# pc_sequencer_flat

==> pc_sequencer_flat/pdn.png <==
Pins as bars on the die edge. Tap cells in gray.
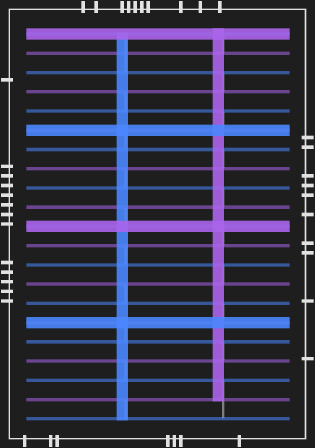

$ cat src/rtl/pc_sequencer_pkg.sv
// Shared types and sizing helpers for the program-counter sequencer.
// The optional return-address stack is enabled with the PC_CALL_STACK_EN macro.
package pc_sequencer_pkg;

  typedef enum logic {
    ST_IDLE = 1'b0,
    ST_RUN  = 1'b1
  } pc_state_e;

  localparam int DEF_ADDR_W      = 8;
  localparam int DEF_PHASES      = 4;
  localparam int DEF_OFF_W       = 8;
  localparam int DEF_STACK_DEPTH = 4;

  // Phase index width; never narrower than one bit.
  function automatic int phase_w(input int phases);
    return (phases <= 2) ? 1 : $clog2(phases);
  endfunction

endpackage

$ cat src/rtl/pc_sequencer_if.sv
// Request/status bundle between the control unit (master) and the PC sequencer (slave).
// stack_err only carries information when PC_CALL_STACK_EN is defined.
interface pc_sequencer_if
  import pc_sequencer_pkg::*;
#(
  parameter int ADDR_W = DEF_ADDR_W,
  parameter int OFF_W  = DEF_OFF_W,
  parameter int PH_W   = phase_w(DEF_PHASES)
);
  logic              start;
  logic              halt;
  logic              stall;
  logic              load;
  logic              inc;
  logic              rel;
  logic              call;
  logic              ret;
  logic [ADDR_W-1:0] c_bus;
  logic [OFF_W-1:0]  offset;
  logic [ADDR_W-1:0] ins_address;
  logic [PH_W-1:0]   phase;
  logic              commit;
  logic              running;
  logic              stack_err;

  modport master (
    output start, halt, stall, load, inc, rel, call, ret, c_bus, offset,
    input  ins_address, phase, commit, running, stack_err
  );

  modport slave (
    input  start, halt, stall, load, inc, rel, call, ret, c_bus, offset,
    output ins_address, phase, commit, running, stack_err
  );
endinterface

$ cat src/rtl/pc_return_stack.sv
// Pointer-based LIFO of return addresses; only instantiated when PC_CALL_STACK_EN is defined.
// Push while full and pop while empty are dropped; the caller flags the error.
module pc_return_stack #(
  parameter int WIDTH = 8,
  parameter int DEPTH = 4
) (
  input  logic             clk,
  input  logic             reset,
  input  logic             push,
  input  logic             pop,
  input  logic [WIDTH-1:0] din,
  output logic             full,
  output logic             empty,
  output logic [WIDTH-1:0] top
);
  localparam int CNT_W = $clog2(DEPTH + 1);
  localparam int IDX_W = (DEPTH > 1) ? $clog2(DEPTH) : 1;

  logic [WIDTH-1:0] mem [DEPTH];
  logic [CNT_W-1:0] count;

  assign full  = (count == CNT_W'(DEPTH));
  assign empty = (count == '0);
  assign top   = mem[IDX_W'(count - CNT_W'(1))];

  always_ff @(posedge clk) begin
    if (reset) begin
      count <= '0;
    end else if (push && !full) begin
      count <= count + CNT_W'(1);
    end else if (pop && !empty) begin
      count <= count - CNT_W'(1);
    end
  end

  // Storage needs no reset: entries are only read below the count.
  always_ff @(posedge clk) begin
    if (push && !full) begin
      mem[IDX_W'(count)] <= din;
    end
  end
endmodule

$ cat src/rtl/pc_sequencer.sv
// Parametrised program counter with a PHASES-cycle instruction sequencer.
// Define PC_CALL_STACK_EN to add the call/return stack; otherwise call acts as load and ret is ignored.
//
//   state   | meaning
//   ST_IDLE | stopped, phase held at 0, waiting for start
//   ST_RUN  | stepping phases; address updates on the commit cycle
module pc_sequencer
  import pc_sequencer_pkg::*;
#(
  parameter int               ADDR_W      = DEF_ADDR_W,
  parameter int               PHASES      = DEF_PHASES,
  parameter logic [ADDR_W-1:0] RESET_ADDR = '0,
  parameter int               OFF_W       = DEF_OFF_W,
  parameter int               STACK_DEPTH = DEF_STACK_DEPTH
) (
  input  logic           clk,
  input  logic           reset,
  input  logic           enable,
  pc_sequencer_if.slave  bus
);
  localparam int              PH_W    = phase_w(PHASES);
  localparam logic [PH_W-1:0] PH_LAST = PH_W'(PHASES - 1);
  localparam int              SUM_W   = (ADDR_W > OFF_W) ? ADDR_W : OFF_W;

  pc_state_e         state_q, state_d;
  logic [PH_W-1:0]   phase_q, phase_d;
  logic [ADDR_W-1:0] addr_q, addr_d;
  logic [ADDR_W-1:0] next_addr, addr_inc, addr_rel;
  logic [SUM_W-1:0]  off_ext;
  logic              advance, commit, take_load;

  assign advance  = (state_q == ST_RUN) && enable && !bus.stall;
  assign commit   = advance && (phase_q == PH_LAST);
  assign addr_inc = addr_q + ADDR_W'(1);
  assign off_ext  = SUM_W'($signed(bus.offset));
  assign addr_rel = addr_q + off_ext[ADDR_W-1:0];

`ifdef PC_CALL_STACK_EN
  logic              push, pop, err_set, err_q;
  logic              stk_full, stk_empty;
  logic [ADDR_W-1:0] stk_top;

  assign take_load = bus.load;

  pc_return_stack #(
    .WIDTH (ADDR_W),
    .DEPTH (STACK_DEPTH)
  ) u_stack (
    .clk   (clk),
    .reset (reset),
    .push  (push),
    .pop   (pop),
    .din   (addr_inc),
    .full  (stk_full),
    .empty (stk_empty),
    .top   (stk_top)
  );

  always_ff @(posedge clk) begin
    if (reset) begin
      err_q <= 1'b0;
    end else if (err_set) begin
      err_q <= 1'b1;
    end
  end

  assign bus.stack_err = err_q;
`else
  logic unused_ret;

  assign take_load     = bus.load | bus.call;
  assign unused_ret    = bus.ret;
  assign bus.stack_err = 1'b0;
`endif

  // Next address if this cycle commits; priority ret > call > load > rel > inc.
  always_comb begin
    next_addr = addr_q;
`ifdef PC_CALL_STACK_EN
    push    = 1'b0;
    pop     = 1'b0;
    err_set = 1'b0;
    if (bus.ret) begin
      if (stk_empty) begin
        next_addr = addr_inc;
        err_set   = commit;
      end else begin
        next_addr = stk_top;
        pop       = commit;
      end
    end else if (bus.call) begin
      if (stk_full) begin
        next_addr = addr_inc;
        err_set   = commit;
      end else begin
        next_addr = bus.c_bus;
        push      = commit;
      end
    end else
`endif
    if (take_load) begin
      next_addr = bus.c_bus;
    end else if (bus.rel) begin
      next_addr = addr_rel;
    end else if (bus.inc) begin
      next_addr = addr_inc;
    end
  end

  always_comb begin
    state_d = state_q;
    phase_d = phase_q;
    addr_d  = addr_q;
    case (state_q)
      ST_IDLE: begin
        phase_d = '0;
        if (enable && bus.start) state_d = ST_RUN;
      end
      ST_RUN: begin
        if (advance) begin
          if (commit) begin
            phase_d = '0;
            addr_d  = next_addr;
            if (bus.halt) state_d = ST_IDLE;
          end else begin
            phase_d = phase_q + PH_W'(1);
          end
        end
      end
      default: state_d = ST_IDLE;
    endcase
  end

  always_ff @(posedge clk) begin
    if (reset) begin
      state_q <= ST_IDLE;
      phase_q <= '0;
      addr_q  <= RESET_ADDR;
    end else begin
      state_q <= state_d;
      phase_q <= phase_d;
      addr_q  <= addr_d;
    end
  end

  assign bus.ins_address = addr_q;
  assign bus.phase       = phase_q;
  assign bus.commit      = commit;
  assign bus.running     = (state_q == ST_RUN);
endmodule

$ cat src/flat_wrapper.sv
// flat-port wrapper written by rule: the top's interface ports become plain ports
module pc_sequencer_flat import pc_sequencer_pkg::*;
#(
  parameter int               ADDR_W      = DEF_ADDR_W,
  parameter int               PHASES      = DEF_PHASES,
  parameter logic [ADDR_W-1:0] RESET_ADDR = '0,
  parameter int               OFF_W       = DEF_OFF_W,
  parameter int               STACK_DEPTH = DEF_STACK_DEPTH
)
  (clk, reset, enable, bus_start, bus_halt, bus_stall, bus_load, bus_inc, bus_rel, bus_call, bus_ret, bus_c_bus, bus_offset, bus_ins_address, bus_phase, bus_commit, bus_running, bus_stack_err);
  pc_sequencer_if #(.ADDR_W(ADDR_W), .OFF_W(OFF_W), .PH_W((phase_w(PHASES)))) bus_i ();
  input  logic clk;
  input  logic reset;
  input  logic enable;
  input wire logic [$bits(bus_i.start)-1:0] bus_start;
  input wire logic [$bits(bus_i.halt)-1:0] bus_halt;
  input wire logic [$bits(bus_i.stall)-1:0] bus_stall;
  input wire logic [$bits(bus_i.load)-1:0] bus_load;
  input wire logic [$bits(bus_i.inc)-1:0] bus_inc;
  input wire logic [$bits(bus_i.rel)-1:0] bus_rel;
  input wire logic [$bits(bus_i.call)-1:0] bus_call;
  input wire logic [$bits(bus_i.ret)-1:0] bus_ret;
  input wire logic [$bits(bus_i.c_bus)-1:0] bus_c_bus;
  input wire logic [$bits(bus_i.offset)-1:0] bus_offset;
  output wire logic [$bits(bus_i.ins_address)-1:0] bus_ins_address;
  output wire logic [$bits(bus_i.phase)-1:0] bus_phase;
  output wire logic [$bits(bus_i.commit)-1:0] bus_commit;
  output wire logic [$bits(bus_i.running)-1:0] bus_running;
  output wire logic [$bits(bus_i.stack_err)-1:0] bus_stack_err;
  assign bus_i.start = bus_start;
  assign bus_i.halt = bus_halt;
  assign bus_i.stall = bus_stall;
  assign bus_i.load = bus_load;
  assign bus_i.inc = bus_inc;
  assign bus_i.rel = bus_rel;
  assign bus_i.call = bus_call;
  assign bus_i.ret = bus_ret;
  assign bus_i.c_bus = bus_c_bus;
  assign bus_i.offset = bus_offset;
  assign bus_ins_address = bus_i.ins_address;
  assign bus_phase = bus_i.phase;
  assign bus_commit = bus_i.commit;
  assign bus_running = bus_i.running;
  assign bus_stack_err = bus_i.stack_err;
  pc_sequencer #(.ADDR_W(ADDR_W), .PHASES(PHASES), .RESET_ADDR(RESET_ADDR), .OFF_W(OFF_W), .STACK_DEPTH(STACK_DEPTH)) u_core (.clk(clk), .reset(reset), .enable(enable), .bus(bus_i));
endmodule
$ cat config.mk
export PLATFORM = sky130hd
export DESIGN_NAME = pc_sequencer_flat
export DESIGN_NICKNAME = d
export VERILOG_FILES = /design/src/rtl/pc_sequencer_pkg.sv /design/src/rtl/pc_sequencer_if.sv /design/src/rtl/pc_return_stack.sv /design/src/rtl/pc_sequencer.sv /design/src/flat_wrapper.sv
export SDC_FILE = /design/constraint.sdc
export NUM_CORES = 1
export LEC_CHECK = 0
export CORE_ASPECT_RATIO = 1.5
export CORE_MARGIN = 2
export CORE_UTILIZATION = 40
export DETAILED_ROUTE_END_ITERATION = 12
export PLACE_DENSITY_LB_ADDON = 0.05
export SKIP_LAST_GASP = 1
export SLEW_MARGIN = 20
export SYNTH_ARGS = -nofsm -noshare
export SYNTH_HDL_FRONTEND = slang
export SYNTH_SLANG_ARGS = --single-unit
$ cat constraint.sdc
create_clock -name clk -period 2.1 [get_ports clk]
set_clock_uncertainty 0.2 [all_clocks]
set_input_delay 0.21 -clock clk [delete_from_list [all_inputs] [get_ports clk]]
set_output_delay 0.21 -clock clk [all_outputs]
set_load 0.005 [all_outputs]
# count_display

File: config.mk
export PLATFORM = sky130hd
export DESIGN_NAME = count_display
export DESIGN_NICKNAME = d
export VERILOG_FILES = /design/src/rtl/count_display_pkg.sv /design/src/rtl/count_display_seg7_decoder.sv /design/src/rtl/count_display.sv
export SDC_FILE = /design/constraint.sdc
export NUM_CORES = 1
export LEC_CHECK = 0
export ABC_AREA = 1
export ABC_CLOCK_PERIOD_IN_PS = 1800
export CAP_MARGIN = 20
export CORE_ASPECT_RATIO = 1.2
export CORE_UTILIZATION = 53
export DETAILED_ROUTE_END_ITERATION = 12
export HOLD_SLACK_MARGIN = 0.05
export PLACE_DENSITY = 0.79
export REMOVE_ABC_BUFFERS = 1
export SETUP_SLACK_MARGIN = 0.15
export SLEW_MARGIN = 30
export SYNTH_ARGS = -nofsm -noshare
export SYNTH_HDL_FRONTEND = slang
export SYNTH_SLANG_ARGS = --single-unit
File: constraint.sdc
create_clock -name clk -period 1.8 [get_ports clk]
set_clock_uncertainty 0.1 [all_clocks]
set_input_delay 0.36 -clock clk [delete_from_list [all_inputs] [get_ports clk]]
set_output_delay 0.36 -clock clk [all_outputs]
set_load 0.005 [all_outputs]
File: src/rtl/count_display_pkg.sv
// Shared constants for the count display: seven-segment font, blank pattern
// and the width of the digit-slot index.
package count_display_pkg;

    localparam int IDX_W = 2;

    localparam logic [6:0] SEG_BLANK = 7'h7F;

    // Active-low patterns, seg[0]=a .. seg[6]=g, glyphs 0..9 then A b C d E F.
    localparam logic [6:0] FONT_TABLE [16] = '{
        7'h40, 7'h79, 7'h24, 7'h30, 7'h19, 7'h12, 7'h02, 7'h78,
        7'h00, 7'h10, 7'h08, 7'h03, 7'h46, 7'h21, 7'h06, 7'h0E
    };

endpackage

File: src/rtl/count_display_seg7_decoder.sv
// Nibble to active-low seven-segment pattern, with a blank override.
// Purely combinational; the caller registers the result.
module seg7_decoder
    import count_display_pkg::*;
(
    input  logic [3:0] nibble,
    input  logic       blank,
    output logic [6:0] seg
);

    always_comb begin
        seg = FONT_TABLE[nibble];
        if (blank) seg = SEG_BLANK;
    end

endmodule

File: src/rtl/count_display.sv
// Four-digit multiplexed display of a 0..15 count: decimal on the right two
// digits, hex on the left; one-cycle registered outputs, no backpressure.
module count_display
    import count_display_pkg::*;
#(
    parameter int REFRESH_DIV  = 100000,
    parameter int FLASH_FRAMES = 64,
    parameter int BLANK_LZ     = 1
) (
    input  logic       clk,
    input  logic       rst,
    input  logic [3:0] value,
    output logic [3:0] an,
    output logic [6:0] seg,
    output logic       dp,
    output logic       frame_start
);

    localparam int PS_W = (REFRESH_DIV > 1) ? $clog2(REFRESH_DIV) : 1;
    localparam int FL_W = $clog2(FLASH_FRAMES + 1);
    localparam logic [PS_W-1:0] PS_LAST = PS_W'(REFRESH_DIV - 1);
    localparam logic [FL_W-1:0] FL_LOAD = FL_W'(FLASH_FRAMES);

    logic [PS_W-1:0]  prescaler;
    logic [IDX_W-1:0] idx;
    logic [3:0]       snap;
    logic [FL_W-1:0]  flash;
    logic             tick;
    logic             wrap;

    assign tick = (prescaler == PS_LAST);
    assign wrap = tick && (idx == '1);

    always_ff @(posedge clk or posedge rst) begin
        if (rst) begin
            prescaler <= '0;
            idx       <= '0;
        end else begin
            prescaler <= tick ? '0 : prescaler + 1'b1;
            if (tick) idx <= idx + 1'b1;
        end
    end

    // snap only moves at frame boundaries so a frame never mixes two counts;
    // a fresh change outranks the per-frame decrement.
    always_ff @(posedge clk or posedge rst) begin
        if (rst) begin
            snap        <= '0;
            flash       <= '0;
            frame_start <= 1'b0;
        end else begin
            frame_start <= wrap;
            if (wrap) begin
                snap <= value;
                if (value != snap)    flash <= FL_LOAD;
                else if (flash != '0) flash <= flash - 1'b1;
            end
        end
    end

    logic       tens;
    logic [3:0] ones;
    logic [3:0] dig_nib;
    logic       dig_blank;
    logic [6:0] dig_seg;

    assign tens = (snap >= 4'd10);
    assign ones = tens ? snap - 4'd10 : snap;

    always_comb begin
        dig_nib   = 4'd0;
        dig_blank = 1'b1;
        case (idx)
            2'd0: begin dig_nib = ones; dig_blank = 1'b0; end
            2'd1: begin dig_nib = {3'd0, tens}; dig_blank = !tens && (BLANK_LZ != 0); end
            2'd2: begin dig_nib = 4'd0; dig_blank = 1'b1; end
            default: begin dig_nib = snap; dig_blank = 1'b0; end
        endcase
    end

    seg7_decoder u_dec (
        .nibble (dig_nib),
        .blank  (dig_blank),
        .seg    (dig_seg)
    );

    always_ff @(posedge clk or posedge rst) begin
        if (rst) begin
            an  <= 4'hF;
            seg <= SEG_BLANK;
            dp  <= 1'b1;
        end else begin
            an  <= ~(4'b0001 << idx);
            seg <= dig_seg;
            dp  <= !((idx == '0) && (flash != '0));
        end
    end

endmodule

# reservation_station_ooo

==> src/rtl/fcpu_pkg.sv <==
// fcpu_pkg: shared widths for the fcpu execution cluster.
package fcpu_pkg;
    localparam int RSV_ID_W = 4;
    localparam int DATA_W   = 16;
    localparam int INSTR_W  = 8;
    localparam int CDB_W    = RSV_ID_W + DATA_W;
endpackage

==> src/rtl/reservation_station_ooo.sv <==
// reservation_station_ooo: out-of-order reservation station with CDB wakeup and oldest-first locked issue.
// Define RS_OCCUPANCY_EN to add the o_count / o_almost_full occupancy outputs.
module reservation_station_ooo
    import fcpu_pkg::*;
#(
    parameter int N_OPERANDS  = 2,
    parameter int N_ENTRIES_W = 3,
    parameter int N_CDB       = 2
) (
    input  logic                                         clk,
    input  logic                                         nrst,
    input  logic                                         i_valid,
    input  logic [RSV_ID_W+INSTR_W+N_OPERANDS*CDB_W-1:0] i_data,
    input  logic [N_OPERANDS-1:0]                        i_filled,
    output logic                                         i_ready,
    output logic                                         o_valid,
    output logic [RSV_ID_W+INSTR_W+N_OPERANDS*DATA_W-1:0] o_data,
    input  logic                                         o_ready,
    input  logic [N_CDB-1:0]                             cdb_valid,
    input  logic [N_CDB*CDB_W-1:0]                       cdb,
    input  logic                                         i_flush
`ifdef RS_OCCUPANCY_EN
    ,
    output logic [N_ENTRIES_W:0]                         o_count,
    output logic                                         o_almost_full
`endif
);
    localparam int N_ENT = 1 << N_ENTRIES_W;
    localparam int HDR_W = RSV_ID_W + INSTR_W;

    logic [N_ENT-1:0]                             valid_q, valid_d;
    logic [N_ENT-1:0][N_OPERANDS-1:0]             filled_q, filled_d;
    logic [N_ENT-1:0][N_OPERANDS-1:0][CDB_W-1:0]  op_q, op_d;
    logic [N_ENT-1:0][HDR_W-1:0]                  hdr_q, hdr_d;
    logic [N_ENT-1:0][N_ENT-1:0]                  age_q, age_d;
    logic                                         lock_q, lock_d;
    logic [N_ENTRIES_W-1:0]                       lock_idx_q, lock_idx_d;
    logic [N_ENT-1:0]                             cand, sel_oh;
    logic [N_ENTRIES_W-1:0]                       sel_idx, free_idx;
    logic                                         issue, alloc;

    // Returns {filled, tag, data}; an unfilled operand takes the lowest matching lane's data.
    function automatic logic [CDB_W:0] snoop(input logic f, input logic [CDB_W-1:0] op,
                                             input logic [N_CDB-1:0] v, input logic [N_CDB*CDB_W-1:0] bus);
        snoop = {f, op};
        for (int l = N_CDB - 1; l >= 0; l--)
            if (!f && v[l] && bus[l*CDB_W+DATA_W +: RSV_ID_W] == op[DATA_W +: RSV_ID_W])
                snoop = {1'b1, op[DATA_W +: RSV_ID_W], bus[l*CDB_W +: DATA_W]};
    endfunction

    // age_q[j][i] set means entry j is older than entry i.
    always_comb begin
        cand     = '0;
        sel_oh   = '0;
        sel_idx  = '0;
        free_idx = '0;
        for (int i = 0; i < N_ENT; i++) cand[i] = valid_q[i] && &filled_q[i];
        for (int i = 0; i < N_ENT; i++) begin
            sel_oh[i] = cand[i];
            for (int j = 0; j < N_ENT; j++) if (cand[j] && age_q[j][i]) sel_oh[i] = 1'b0;
        end
        for (int i = N_ENT - 1; i >= 0; i--) begin
            if (sel_oh[i]) sel_idx = N_ENTRIES_W'(i);
            if (!valid_q[i]) free_idx = N_ENTRIES_W'(i);
        end
        if (lock_q) sel_idx = lock_idx_q;
    end

    assign i_ready = !nrst && |(~valid_q);
    assign o_valid = !nrst && (lock_q || |cand);
    assign issue   = o_valid && o_ready && !i_flush;
    assign alloc   = i_valid && i_ready && !i_flush;

    always_comb begin
        o_data = '0;
        for (int k = 0; k < N_OPERANDS; k++) o_data[k*DATA_W +: DATA_W] = op_q[sel_idx][k][DATA_W-1:0];
        o_data[N_OPERANDS*DATA_W +: HDR_W] = hdr_q[sel_idx];
        o_data = o_valid ? o_data : '0;
    end

    always_comb begin
        valid_d    = valid_q;
        filled_d   = filled_q;
        op_d       = op_q;
        hdr_d      = hdr_q;
        age_d      = age_q;
        lock_d     = o_valid && !o_ready;
        lock_idx_d = sel_idx;
        for (int i = 0; i < N_ENT; i++)
            for (int k = 0; k < N_OPERANDS; k++)
                {filled_d[i][k], op_d[i][k]} = snoop(filled_q[i][k], op_q[i][k], cdb_valid, cdb);
        if (issue) valid_d[sel_idx] = 1'b0;
        if (alloc) begin
            valid_d[free_idx] = 1'b1;
            hdr_d[free_idx]   = i_data[N_OPERANDS*CDB_W +: HDR_W];
            age_d[free_idx]   = '0;
            for (int k = 0; k < N_OPERANDS; k++)
                {filled_d[free_idx][k], op_d[free_idx][k]} = snoop(i_filled[k], i_data[k*CDB_W +: CDB_W], cdb_valid, cdb);
            for (int j = 0; j < N_ENT; j++) age_d[j][free_idx] = valid_q[j];
        end
    end

    always_ff @(posedge clk) begin
        if (nrst || i_flush) begin
            valid_q    <= '0;
            age_q      <= '0;
            lock_q     <= 1'b0;
            lock_idx_q <= '0;
        end else begin
            valid_q    <= valid_d;
            age_q      <= age_d;
            lock_q     <= lock_d;
            lock_idx_q <= lock_idx_d;
        end
        filled_q <= filled_d;
        op_q     <= op_d;
        hdr_q    <= hdr_d;
    end

`ifdef RS_OCCUPANCY_EN
    logic [N_ENTRIES_W:0] count_q;

    always_ff @(posedge clk)
        count_q <= (nrst || i_flush) ? '0 : count_q + (N_ENTRIES_W+1)'(alloc) - (N_ENTRIES_W+1)'(issue);

    assign o_count       = count_q;
    assign o_almost_full = count_q >= (N_ENTRIES_W+1)'(N_ENT - 1);
`endif
endmodule

==> config.mk <==
export PLATFORM = sky130hd
export DESIGN_NAME = reservation_station_ooo
export DESIGN_NICKNAME = d
export VERILOG_FILES = /design/src/rtl/fcpu_pkg.sv /design/src/rtl/reservation_station_ooo.sv
export SDC_FILE = /design/constraint.sdc
export NUM_CORES = 1
export LEC_CHECK = 0
export CAP_MARGIN = 20
export CORE_MARGIN = 1
export CORE_UTILIZATION = 40
export CTS_CLUSTER_DIAMETER = 100
export DETAILED_ROUTE_END_ITERATION = 16
export PLACE_DENSITY = 0.6
export SETUP_SLACK_MARGIN = 0.05
export SYNTH_ARGS = -nofsm -noshare
export SYNTH_HDL_FRONTEND = slang
export SYNTH_SLANG_ARGS = --single-unit
export TNS_END_PERCENT = 20
==> constraint.sdc <==
create_clock -name clk -period 3.83 [get_ports clk]
set_input_delay 0.5745 -clock clk [delete_from_list [all_inputs] [get_ports clk]]
set_output_delay 0.5745 -clock clk [all_outputs]
set_load 0.005 [all_outputs]

==> screenshots <==
Cell classes on the final placement.
panel A
The bar under the picture is 100 um long.
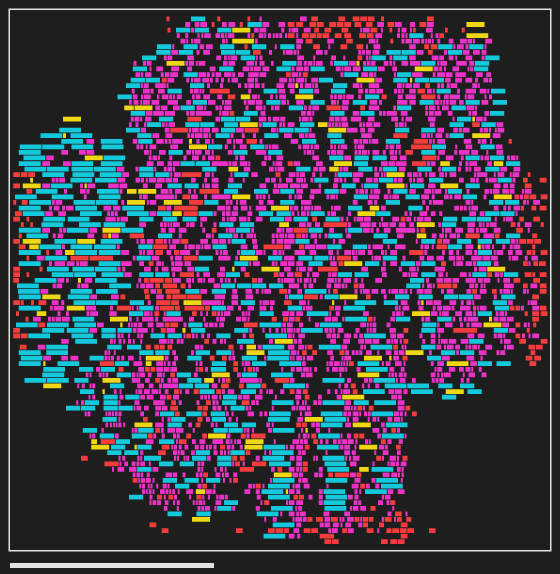
panel B
The bar under the picture is 10 um long.
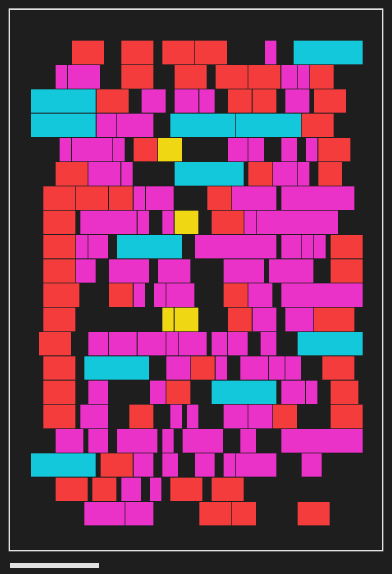
panel C
The bar under the picture is 20 um long.
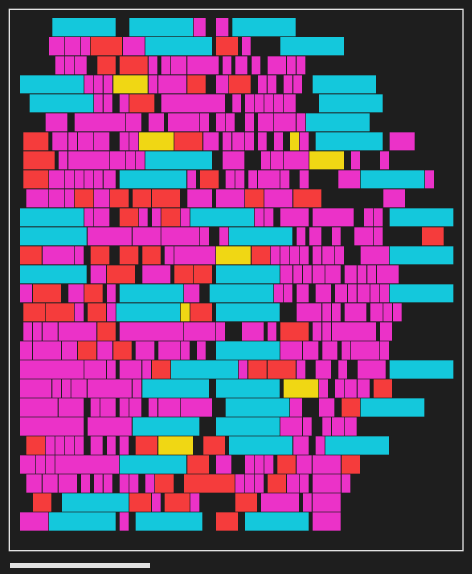
- panel C = count_display
- panel B = pc_sequencer_flat
- panel A = reservation_station_ooo
- fewest sequential cells: panel B
- most cells: panel A

==> pc_sequencer_flat/gate_families.png <==
The bar under the picture is 10 um long.
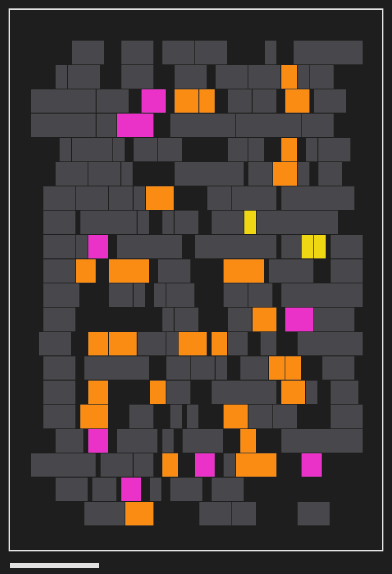
| color | family | cells |
|---|---|---|
| yellow | inverters | 3 |
| magenta | AND and OR gates | 8 |
| orange | inverting AOI/OAI gates | 26 |

About pc_sequencer_flat/pdn.png:
| color | net |
|---|---|
| blue | VSS |
| purple | VDD |
signal pins: 40
met5 straps: 4
rows: 20
tap cells: 22

==> reports/results.ini, pc_sequencer_flat <==
[grt]
grt_pass1_wl_um=3730
grt_pass1_vias=899
grt.total_usage_pct=18.8
grt.overflow.total=0

[detailed_routing]
drt-initial-drc-count=15
drt-pass1-iter-count=4
highest_layer=met4

[place]
portBuffers=37
gp_congestion=0.765

[synth]
synth.top_cell.area_share_pct=25.8
netlist_top_cells_count=nor2_1 (15), dfxtp_1 (11), ha_1 (8), nand2_1 (8), a211oi_1 (7)
yosysUniqueCellTypes=31
syn_area_sq_um=852
ys_sh_mux_pct=3.52
postSynthCellCount=103
ys_cells=103

[layout]
final_nets=194
register_area_sq_um=223
fill_cells=175
inverters_excl_clock=3

[clocking]
cts_made_buffers=3

[final_timing]
drv_slew=0

[worst_setup_path]
r2r_start=u_core.bus.ins_address[0]
ff2ff_setup_slack_ps=60
worst_r2r_path_depth=9
cp.required_ps=2080
path_cells=ha_4 -> inv_2 -> fa_2 -> nor2b_4 -> o31a_1 -> o21ai_1 -> nand2b_1 -> xnor2_1 -> a311oi_1
critPathMaxFanout=3

[min_path]
hold_depth=2

[status]
status=complete, no violations

-- pc_sequencer_flat: registers in the layout, summed over array words and instances, names as in the netlist --
register,count
u_core.bus.phase,2
u_core.bus.ins_address,8
u_core.bus.running,1
-- pc_sequencer_flat: power breakdown --
group	total, uW	internal, uW	switching [uW]	leakage (uW)
logic	116	74.3	41.6	0.000468
clock network	147	73.4	74.0	0.0000150
registers	212	210	1.72	0.0000899
total	475	358	117	0.000573
-- pc_sequencer_flat: per-stage QoR --
step                cells  power (uW)  hold WS [ps]  utilization [%]  worst slack (ps)
global placement      168         321           309             64.1              -607
finish                179         475           309             72.3              64.4
CTS                   175         477           303             68.8             0.760
global route          179         497           329             72.3             -38.9
detailed placement    168         323           314             64.1              -644
floorplan             103         257           107                -               107
-- pc_sequencer_flat: cells in the final DEF (no fill, tap or decap), types with 3 or more instances in the layout --
cell type	Yosys	routed
clkbuf_4	0	3
buf_4	1	17
clkdlybuf4s50_1	0	34
dfxtp_1	11	9
nor2_1	15	14
ha_1	8	4
nand2_1	8	7
ha_4	0	4
a311oi_1	3	3
a211oi_1	7	6
mux2i_1	3	3
and2_1	5	4
a211oi_2	2	3
o22ai_1	3	3
a21oi_1	6	5
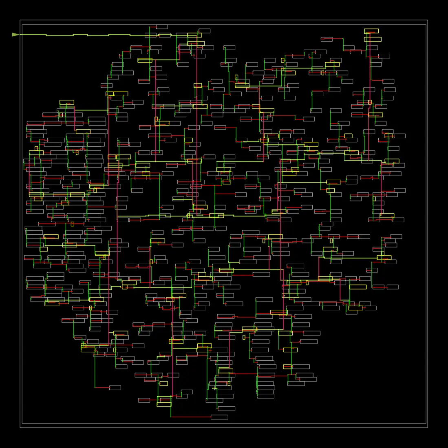
(reservation_station_ooo/final_clocks.png)
Clock Skews: 39.7 ps
flop count: 508
CTS Buf Count: 57

==> reports/results.ini, reservation_station_ooo <==
[status]
status=finished with violations
violations=negative setup slack

[layout]
reg_top3=op_q: 320 flops, hdr_q: 96 flops, age_q: 56 flops
nClkBuffers=90
diodes=1
final_nets=3252
clk_share_pct=5.88
top_register=op_q
register_area_sq_um=11800
largest_register_ffs=320

[clocking]
cts.htree.levels=2
clock_path_buffers=3
cts_tree=yes
post_cts_buffers=31
clk_latency_ps=640

[flow_run]
cap_violations=0

[worst_setup_path]
critPathSlowestCell=a32oi_4
crit_type=flip-flop to output port
cp_slowest_stage_delay_ps=360
crit_top_cell=buf_12
worst_r2r_path_depth=11

[floorplan]
core_region_area_sq_um=67600
die_height_um=264
initial_core_util_pct=40.6
chip_area_sq_um=69800

[place]
gp_congestion=0.941

[synth]
postSynthCellCount=3013
synthArstFlopShare_pct=0
seq_area_frac_synth_pct=42.8
flop_cell=dfxtp_1
synth_area_leader_cell=dfxtp_1
netlist_top_cells_count=nand2_1 (405), dfxtp_1 (348), mux2i_1 (334)

[final_timing]
fmax_mhz=241
rsz0062_at_grt=yes
fin_ws_ps=-324
setup_viol=44

[min_path]
hp-start=age_q[26]

[detailed_routing]
ant_nets=0

[pwr]
pwr-share-comb_pct=23.6

## reservation_station_ooo: metrics by stage
step                      power [uW]  utilization (%)  hold slack, ps  area (sq um)
after CTS                      17300             50.0             463         33800
final                          17400             50.4             460         34100
after global placement         11100             45.4             445         30700
after floorplan                10200                -             430         27500
after detailed placement       11300             45.4             454         30700
after global routing           18200             50.4             477         34100
## reservation_station_ooo: cell families after synthesis
group | synth area share (%)
DFF | 42.8
AOI/OAI and AO/OA | 19.2
buffers and inverters | 5.71
muxes | 17.6
xor gates and xnor gates | 1.72
and+or+nand+nor | 13.0
## reservation_station_ooo: power by group through the flow
stage	Sequential, uW	Combinational (uW)	Clock [uW]
final	7490	4110	5810
after global routing	7590	4570	6060
after CTS	7430	3980	5850
after detailed placement	7520	3820	0
after global placement	7450	3610	0
after floorplan	7300	2890	0
## reservation_station_ooo: routing by layer
metal  global-route usage (%)  vias up  routed length (um)
met4                     10.8        2                3630
met2                     47.0     1329               47400
met3                     4.05      251                8680
met1                     37.6    12600               43100
li1                         -    11400                   -
met5                        0        -                  13
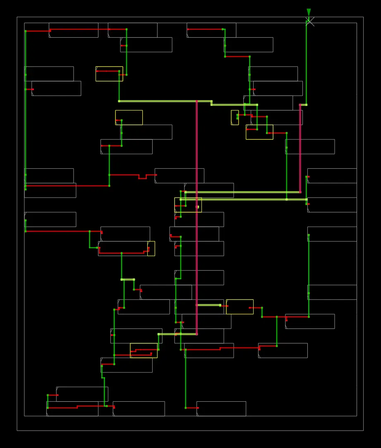
(count_display/final_clocks.png)
CTS Buf Count: 5
CLK BUF: 7
Clk. pwr: 641 uW
clk latency late pin: 300 ps

==> reports/results.ini, count_display <==
[flow_run]
warnings=37

[synth]
synth.top_cell.area_share_pct=31.0
area_leaders=dfrtp_1 (31%), nand2_1 (13%), dfstp_2 (13%)
netlist_top_cells_count=nand2_1 (86), inv_1 (50), nor2_1 (36)
yosys.stat.chipArea_sq_um=2500
synthArstFlopShare_pct=100
yosysWarningCount=0
seq_area_frac_synth_pct=43.6

[final_timing]
fin_ws_ps=-225
finalCriticalPeriod_ps=2030
slew_headroom_pct=80.6
setup_viol=6

[status]
violations=design-rule violations, negative setup slack
status=finished with violations

[worst_setup_path]
critPathMaxFanout=5
worstSetupEndpoint=seg[4]
critPathSlowestCell=dfrtp_1

[grt]
grt_pass1_vias=2318
grt_max_degree=44

[layout]
dominant_cells=combinational gates
final-comb-area_sq_um=1500
utilization_pct=76.3

[clocking]
cts_tree=yes

[detailed_routing]
drc=1
drt-initial-drc-count=329
via_count=2349

[place]
dp_cells=411

count_display: registers in the layout, summed over array words and instances, names as in the netlist:
register / cells
an: 4
dp: 1
flash: 7
frame_start: 1
idx: 2
prescaler: 17
seg: 7
snap: 4
count_display: power breakdown:
part	total [uW]	switching [uW]	internal, uW
logic	51.1	31.8	19.3
registers	966	0	966
clock network	641	334	308
total	1660	365	1290
count_display: timing repair:
item	CTS	global route
setup buffers	10	10
cloned	1	1
setup endpoints to repair	30	24
resized	52	62
hold endpoints to repair	0	0
pin swaps	26	26
count_display: cell families (layout without fill, tap and decap cells):
group                    count (synthesis)  count (layout)  synth area share, %
AND/OR/NAND/NOR                        172             172                 31.7
adder cells (fa/ha/maj)                 15              15                 7.50
buffers and inverters                   54             119                 8.40
AND-OR/OR-AND                           23              24                 5.35
flip-flops                              43              43                 43.6
XOR/XNOR                                10              10                 3.50
count_display: worst min-delay path: cells and delay by family:
family / cells / cell delay (ps)
compound gates: 1 / 40
simple gates: 1 / 70
buf+inv: 1 / 140
count_display: metal layers:
metal	routed length (um)	GRT usage, %	part of all wire [%]
met4	282	12.9	4.0
met2	3850	49.0	55
met1	2610	29.4	37
met5	0	0	0
met3	246	4.61	3.5


==> layout pictures side by side <==
Routed clock nets over the placement.
shot_01.png
The bar under the picture is 10 um long.
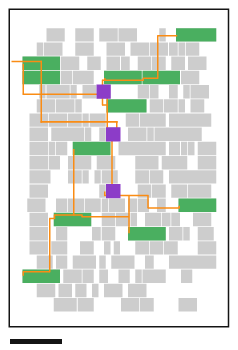
shot_02.png
The bar under the picture is 20 um long.
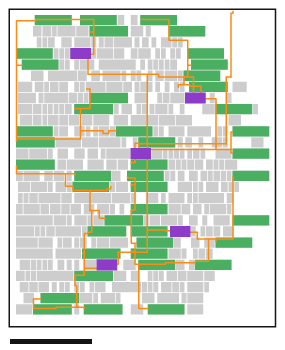
shot_03.png
The bar under the picture is 100 um long.
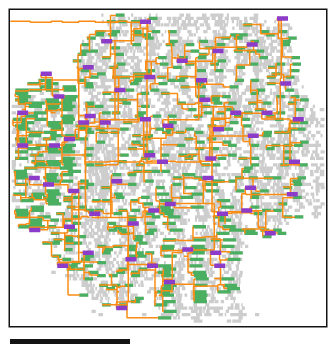
Of these, largest die: shot_03.png
reservation_station_ooo is shot_03.png.
pc_sequencer_flat is shot_01.png.
count_display is shot_02.png.

Key to shot_01.png:
[orange] clock wires | length: 178 um
[purple] cells driving clock nets | count: 3
[green] flip-flops | count: 11
routed clock nets: 4

Power figures rest on the tool's default switching activity, not on a simulated workload.
